=== design 1 ===
### Routed metal, one color a layer, design 1

The bar under the picture is 20 um long. Only two layers are drawn.
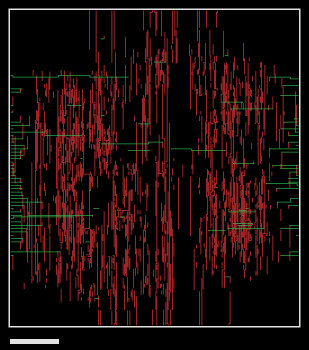

## config.mk

```make
export PLATFORM = sky130hd
export DESIGN_NAME = inlier_accumulator
export DESIGN_NICKNAME = d
export VERILOG_FILES = /design/src/rtl/inlier_accumulator_pkg.sv /design/src/rtl/inlier_accumulator_compare.sv /design/src/rtl/inlier_accumulator.sv
export SDC_FILE = /design/constraint.sdc
export NUM_CORES = 1
export LEC_CHECK = 0
export CELL_PAD_IN_SITES_DETAIL_PLACEMENT = 0
export CELL_PAD_IN_SITES_GLOBAL_PLACEMENT = 1
export CORE_ASPECT_RATIO = 1.1
export CORE_MARGIN = 4
export CORE_UTILIZATION = 38
export CTS_CLUSTER_DIAMETER = 150
export DETAILED_ROUTE_END_ITERATION = 7
export PLACE_DENSITY = 0.89
export SLEW_MARGIN = 10
export SYNTH_ARGS = -nofsm -noshare
export SYNTH_HDL_FRONTEND = slang
export SYNTH_SLANG_ARGS = --single-unit
```

## constraint.sdc

```tcl
create_clock -name clock -period 4.7 [get_ports clock]
set_input_delay 0.94 -clock clock [delete_from_list [all_inputs] [get_ports clock]]
set_output_delay 0.94 -clock clock [all_outputs]
set_load 0.005 [all_outputs]
```

## src/rtl/inlier_accumulator_pkg.sv

```systemverilog
// Shared types and defaults for the inlier accumulator.
package inlier_accumulator_pkg;

   localparam int DEF_WIDTH       = 32;
   localparam int DEF_COUNT_WIDTH = 16;

   // Counter saturation value at the default counter width.
   localparam logic [DEF_COUNT_WIDTH-1:0] CNT_ALL_ONES = '1;

   typedef enum logic [1:0] {
      IDLE  = 2'd0,
      ACCUM = 2'd1,
      DRAIN = 2'd2,
      HOLD  = 2'd3
   } state_e;

endpackage

```

## src/rtl/inlier_accumulator_compare.sv

```systemverilog
// Stage 1: absolute value of the residual and inlier compare, registered
// with an enable. The valid/last sideband travels alongside mag/hit.
module residual_magnitude_compare #(
   parameter int width = 32
) (
   input  logic             clk_i,
   input  logic             rst_ni,
   input  logic             en_i,
   input  logic [width-1:0] residual_i,
   input  logic             carry_i,
   input  logic             last_i,
   input  logic [width-1:0] threshold_i,
   output logic             vld_o,
   output logic             last_o,
   output logic [width-1:0] mag_o,
   output logic             hit_o
);

   logic [width-1:0] mag_d, mag_q;
   logic             hit_d, hit_q;
   logic             vld_q, last_q;

   // Unsigned magnitude: the most negative value maps onto 2^(width-1),
   // which still fits in width unsigned bits.
   always_comb begin
      mag_d = residual_i[width-1] ? ('0 - residual_i) : residual_i;
      hit_d = !carry_i && (mag_d <= threshold_i);
   end

   // Capture the beat only when it is accepted; valid follows the enable.
   always_ff @(posedge clk_i) begin
      if (!rst_ni) begin
         vld_q  <= 1'b0;
         last_q <= 1'b0;
         mag_q  <= '0;
         hit_q  <= 1'b0;
      end else begin
         vld_q <= en_i;
         if (en_i) begin
            last_q <= last_i;
            mag_q  <= mag_d;
            hit_q  <= hit_d;
         end
      end
   end

   assign vld_o  = vld_q;
   assign last_o = last_q;
   assign mag_o  = mag_q;
   assign hit_o  = hit_q;

endmodule

```

## src/rtl/inlier_accumulator.sv

```systemverilog
// Inlier accumulator: classifies residuals against a per-batch threshold,
// counts inliers and samples per batch and emits one result beat per batch.
// Optional feature macro: INLIER_ACCUMULATOR_SUM_EN adds inlier_mag_sum.
module inlier_accumulator
   import inlier_accumulator_pkg::*;
#(
   parameter int width       = DEF_WIDTH,
   parameter int count_width = DEF_COUNT_WIDTH
) (
   input  logic                   clock,
   input  logic                   reset,
   input  logic                   ivalid,
   output logic                   iready,
   input  logic                   ilast,
   input  logic [width-1:0]       residual,
   input  logic                   icarry,
   input  logic [width-1:0]       threshold,
   output logic                   ovalid,
   input  logic                   oready,
   output logic [count_width-1:0] inlier_count,
   output logic [count_width-1:0] sample_count,
`ifdef INLIER_ACCUMULATOR_SUM_EN
   output logic [width+count_width-1:0] inlier_mag_sum,
`endif
   output logic                   saturated
);

   localparam logic [count_width-1:0] CNT_MAX = '1;
   localparam logic [count_width-1:0] CNT_ONE = count_width'(1);

   state_e                 state_q, state_d;
   logic                   iready_q, iready_d;
   logic                   ovalid_q, ovalid_d;
   logic [width-1:0]       thr_q, thr_eff;
   logic                   acc, hs;

   logic                   s1_vld, s1_last, s1_hit;
   logic [width-1:0]       s1_mag;

   logic [count_width-1:0] smp_q, smp_d;
   logic [count_width-1:0] inl_q, inl_d;
   logic                   sat_q, sat_d;

   assign acc = ivalid && iready_q;
   assign hs  = ovalid_q && oready;

   // The first beat of a batch compares against the live threshold; later
   // beats use the copy latched on that first beat.
   assign thr_eff = (state_q == IDLE) ? threshold : thr_q;

   residual_magnitude_compare #(.width(width)) u_cmp (
      .clk_i       (clock),
      .rst_ni      (reset),
      .en_i        (acc),
      .residual_i  (residual),
      .carry_i     (icarry),
      .last_i      (ilast),
      .threshold_i (thr_eff),
      .vld_o       (s1_vld),
      .last_o      (s1_last),
      .mag_o       (s1_mag),
      .hit_o       (s1_hit)
   );

   // State register plus registered handshake outputs and threshold latch.
   always_ff @(posedge clock) begin
      if (!reset) begin
         state_q  <= IDLE;
         iready_q <= 1'b0;
         ovalid_q <= 1'b0;
         thr_q    <= '0;
      end else begin
         state_q  <= state_d;
         iready_q <= iready_d;
         ovalid_q <= ovalid_d;
         if (state_q == IDLE && acc) thr_q <= threshold;
      end
   end

   // Next-state logic; DRAIN waits for the last beat to leave stage 1.
   always_comb begin
      state_d = state_q;
      unique case (state_q)
         IDLE:  if (acc) state_d = ilast ? DRAIN : ACCUM;
         ACCUM: if (acc && ilast) state_d = DRAIN;
         DRAIN: if (s1_vld && s1_last) state_d = HOLD;
         HOLD:  if (oready) state_d = IDLE;
         default: state_d = IDLE;
      endcase
   end

   // Outputs decoded from the next state so they are registered.
   always_comb begin
      iready_d = (state_d == IDLE) || (state_d == ACCUM);
      ovalid_d = (state_d == HOLD);
   end

`ifdef INLIER_ACCUMULATOR_SUM_EN
   localparam int SW  = width + count_width;
   localparam int SWX = SW + 1;
   localparam logic [SW-1:0] SUM_MAX = '1;

   logic [SW-1:0]  sum_q, sum_d;
   logic [SWX-1:0] sum_ext;

   assign sum_ext = {1'b0, sum_q} + SWX'(s1_mag);
`endif

   // Stage 2 next-state: saturating counters, sticky saturation flag.
   always_comb begin
      smp_d = smp_q;
      inl_d = inl_q;
      sat_d = sat_q;
`ifdef INLIER_ACCUMULATOR_SUM_EN
      sum_d = sum_q;
`endif
      if (hs) begin
         smp_d = '0;
         inl_d = '0;
         sat_d = 1'b0;
`ifdef INLIER_ACCUMULATOR_SUM_EN
         sum_d = '0;
`endif
      end else if (s1_vld) begin
         if (smp_q != CNT_MAX) smp_d = smp_q + CNT_ONE;
         if (s1_hit && inl_q != CNT_MAX) inl_d = inl_q + CNT_ONE;
         if (smp_d == CNT_MAX || inl_d == CNT_MAX) sat_d = 1'b1;
`ifdef INLIER_ACCUMULATOR_SUM_EN
         if (s1_hit) sum_d = sum_ext[SW] ? SUM_MAX : sum_ext[SW-1:0];
         if (sum_d == SUM_MAX) sat_d = 1'b1;
`endif
      end
   end

   // Stage 2 registers; these are the result outputs held through HOLD.
   always_ff @(posedge clock) begin
      if (!reset) begin
         smp_q <= '0;
         inl_q <= '0;
         sat_q <= 1'b0;
`ifdef INLIER_ACCUMULATOR_SUM_EN
         sum_q <= '0;
`endif
      end else begin
         smp_q <= smp_d;
         inl_q <= inl_d;
         sat_q <= sat_d;
`ifdef INLIER_ACCUMULATOR_SUM_EN
         sum_q <= sum_d;
`endif
      end
   end

   assign iready       = iready_q;
   assign ovalid       = ovalid_q;
   assign inlier_count = inl_q;
   assign sample_count = smp_q;
   assign saturated    = sat_q;
`ifdef INLIER_ACCUMULATOR_SUM_EN
   assign inlier_mag_sum = sum_q;
`endif

endmodule

```

=== design 2 ===
==> src/rtl/seq_penc_pkg.sv <==
// rtl/seq_penc_pkg.sv - shared constants and helpers for the sequential priority encoder
package seq_penc_pkg;

  typedef enum logic {
    ST_IDLE = 1'b0,
    ST_SCAN = 1'b1
  } state_t;

  function automatic int clog2(input int v);
    int r;
    for (r = 0; (1 << r) < v; r++) begin
    end
    return r;
  endfunction

endpackage

==> src/rtl/penc_find.sv <==
// rtl/penc_find.sv - combinational first-set-bit finder with any/onehot flags
module penc_find
  import seq_penc_pkg::*;
#(
  parameter int N         = 8,
  parameter bit MSB_FIRST = 1'b1,
  localparam int W        = clog2(N)
) (
  input  logic [N-1:0] vec,
  output logic [W-1:0] idx,
  output logic         any,
  output logic         onehot
);

  localparam logic [N-1:0] ONE = {{(N-1){1'b0}}, 1'b1};

  // The last match written wins, so the loop direction selects the priority order.
  always_comb begin
    idx = '0;
    if (MSB_FIRST) begin
      for (int i = 0; i < N; i++)
        if (vec[i]) idx = W'(i);
    end else begin
      for (int i = N - 1; i >= 0; i--)
        if (vec[i]) idx = W'(i);
    end
  end

  assign any    = |vec;
  assign onehot = any && ((vec & (vec - ONE)) == '0);

endmodule

==> src/rtl/seq_priority_encoder.sv <==
// rtl/seq_priority_encoder.sv - accepts a request vector and emits each set index, one per beat
module seq_priority_encoder
  import seq_penc_pkg::*;
#(
  parameter int N         = 8,
  parameter bit MSB_FIRST = 1'b1,
  localparam int W        = clog2(N)
) (
  input  logic         clk,
  input  logic         rst,
  input  logic         en,
  input  logic         in_valid,
  output logic         in_ready,
  input  logic [N-1:0] din,
  output logic         out_valid,
  input  logic         out_ready,
  output logic [W-1:0] dout,
  output logic         out_last,
  output logic         out_none,
  output logic         busy
);

  localparam logic [N-1:0] ONE = {{(N-1){1'b0}}, 1'b1};

  state_t         state, state_nx;
  logic [N-1:0]   pend, pend_nx;
  logic [W-1:0]   idx;
  logic           any, onehot;

  penc_find #(.N(N), .MSB_FIRST(MSB_FIRST)) u_find (
    .vec    (pend),
    .idx    (idx),
    .any    (any),
    .onehot (onehot)
  );

  always_ff @(posedge clk or posedge rst) begin
    if (rst) begin
      state <= ST_IDLE;
      pend  <= '0;
    end else begin
      state <= state_nx;
      pend  <= pend_nx;
    end
  end

  always_comb begin
    state_nx  = state;
    pend_nx   = pend;
    in_ready  = 1'b0;
    out_valid = 1'b0;
    busy      = 1'b0;
    case (state)
      ST_IDLE: begin
        in_ready = en && !rst;
        if (in_valid && en) begin
          pend_nx  = din;
          state_nx = ST_SCAN;
        end
      end
      ST_SCAN: begin
        out_valid = 1'b1;
        busy      = 1'b1;
        if (out_ready) begin
          pend_nx = pend & ~(ONE << idx);
          // A zero vector is a single terminal beat, like a lone set bit.
          if (onehot || !any) state_nx = ST_IDLE;
        end
      end
      default: state_nx = ST_IDLE;
    endcase
  end

  assign dout     = busy ? idx : '0;
  assign out_last = busy && (onehot || !any);
  assign out_none = busy && !any;

endmodule

==> config.mk <==
export PLATFORM = sky130hd
export DESIGN_NAME = seq_priority_encoder
export DESIGN_NICKNAME = d
export VERILOG_FILES = /design/src/rtl/seq_penc_pkg.sv /design/src/rtl/penc_find.sv /design/src/rtl/seq_priority_encoder.sv
export SDC_FILE = /design/constraint.sdc
export NUM_CORES = 1
export LEC_CHECK = 0
export ABC_AREA = 1
export CORE_ASPECT_RATIO = 1.4
export CORE_MARGIN = 1.5
export CORE_UTILIZATION = 35
export DETAILED_ROUTE_END_ITERATION = 12
export GPL_TIMING_DRIVEN = 0
export PLACE_DENSITY = 0.66
export SLEW_MARGIN = 20
export SYNTH_ARGS = -nofsm -noshare
export SYNTH_HDL_FRONTEND = slang
export SYNTH_SLANG_ARGS = --single-unit
==> constraint.sdc <==
create_clock -name clk -period 1.2 [get_ports clk]
set_clock_uncertainty 0.05 [all_clocks]
set_input_delay 0.24 -clock clk [delete_from_list [all_inputs] [get_ports clk]]
set_output_delay 0.24 -clock clk [all_outputs]
set_load 0.01 [all_outputs]

==> notes/layouts.md <==
Pictures saved along the way, in no particular order.

Placed cells, one color a class.
picture 1
The bar under the picture is 10 um long. Fill, decap, tap and diode cells in gray.
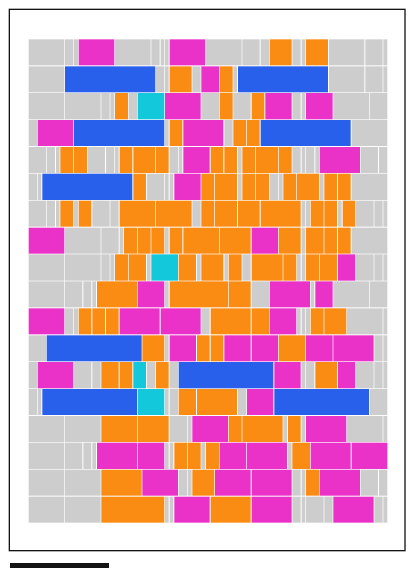
picture 2
The bar under the picture is 20 um long. Fill, decap, tap and diode cells in gray.
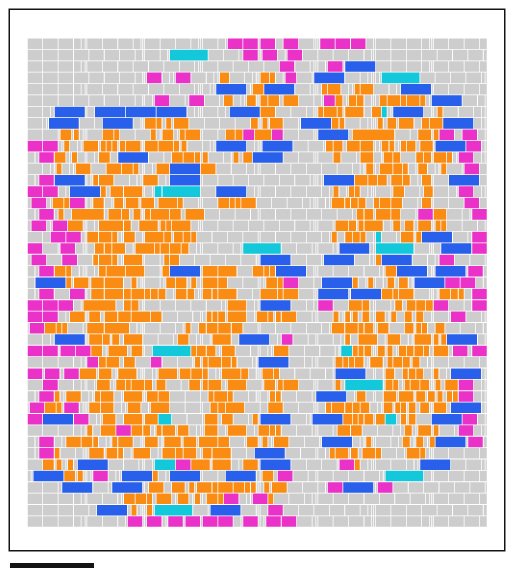
The one with the most cells is picture 2.
- design 2 = picture 1
- design 1 = picture 2

Key to picture 1:
[cyan] clock drivers and dummy loads | cells: 4
[blue] sequential cells | cells: 9
[orange] combinational and other logic | cells: 93
[magenta] remaining buffers and delay cells | cells: 45

### Routing congestion map, design 2

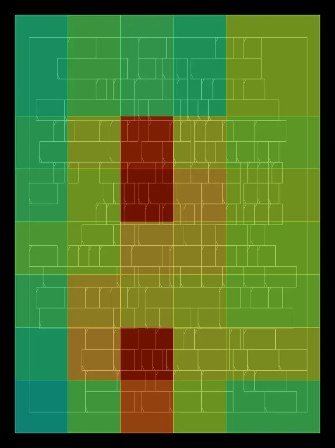
Top Usage Layer GRT: met2
GRT Total Usage: 21.20%
GR Util met1: 25.38%
grt met3 use: 4.065%
post-layout util: 68.21%

==> results.cfg, design 2 <==
; physical design summary
[die]
die_w_um = 39.86
ioPinCount = 21
initial_utilization_pct = 37.41

[clocking]
root_buffer = clkbuf_4

[status]
violations = negative setup slack
outcome = finished, violations left

[route]
dr_wl_met3_um = 103

[power]
power.group.top = combinational logic

[final_timing]
worst_slack_ns = -0.5269
finalSetupViolations = 17

[synthesis]
ys_seq_share_pct = 33.83
netlist_instances = 104

[final_layout]
nNonClkBuffers = 45

[placement]
placed_cell_area_um2 = 897.1
globalplace.congestion = 0.8589

[worst_setup_path]
crit_slowest_cell = dfrtp_1
design 2: cells in the final DEF (no fill, tap or decap), types with 2 or more instances in the layout:
cell type and instances:
a21oi_2 2, buf_2 3, buf_4 15, buf_6 14, clkbuf_4 3, clkdlybuf4s50_1 12, dfrtp_1 5, dfrtp_2 4
inv_1 4, inv_2 4, inv_4 2, nand2_1 43, nand2_2 7, nand2_4 3, nand3_1 3, nand3_2 4
nor2_2 7, nor2_4 3, o21ai_0 2, o21ai_1 2
design 2: state kept, by name, summed over array words and instances, names as in the netlist:
register and count:
state 1, pend 8
### Sequential cells colored by netlist name, design 1

The bar under the picture is 20 um long.
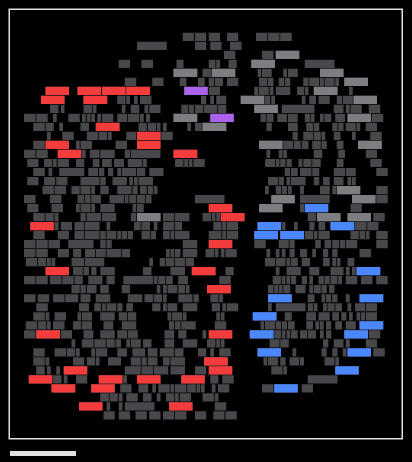
[blue] sample_count | placed flops: 16
[red] thr_q | placed flops: 32
[purple] state_q | placed flops: 2
not colored: 22

### Local utilization, design 1

The die is cut into 12 by 13 equal tiles; black is low, pale yellow is high, 0 to 100% covered.
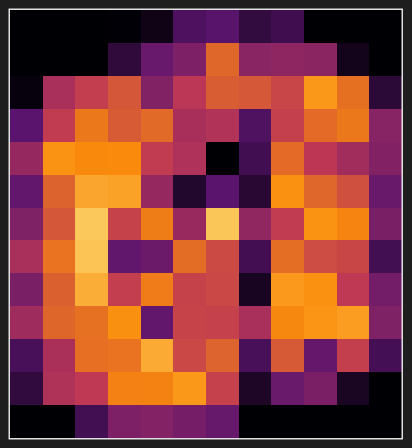
nearly empty tiles: 14%
densest ninth of the die: middle left
tiles over 75% full: 11%
fullest tile: 88%

About 'Routed metal, one color a layer' of design 1:
[red] metal 2 | wire length: 6,770 um
[green] metal 3 | wire length: 633 um

==> results.cfg, design 1 <==
; physical design summary
[synthesis]
ys_cells = 626
synth.most_common_cell = nand2_1
ys_top_logic_family = simple AND/OR/NAND/NOR gates
netlist_area_um2 = 5067

[route]
avgRoutedWirePerCell_um = 15.38
viasPerCell = 5.429
routed_wl_um = 13550

[power]
p_total_uw = 1651
p_leak_uw = 0.002408
swShare_pct = 28.48

[final_timing]
fin_hold_ws_ns = 0.4653
setup_tns_ns = 0
finClkSkew_ns = 0.005922

[status]
outcome = finished, final reports clean

[final_layout]
final_nets = 824

[worst_setup_path]
worst-path-stages = 13
slowest_delay_ns = 0.56

[die]
row_count = 43
die_w_um = 118.1

[clocking]
cts_buffers = 9
cts_tree = built
cts_sinks = 72
## design 1: layout make-up
type / instances / area, um^2 / share of cell area, %
Tap cell: 157 / 196.4 / 3.008
Multi-Input combinational cell: 515 / 3487 / 53.39
Inverter: 10 / 37.54 / 0.5747
Clock buffer: 12 / 246.5 / 3.774
Clock inverter: 4 / 28.78 / 0.4406
Timing Repair Buffer: 111 / 1094 / 16.74
Sequential cell: 72 / 1441 / 22.07

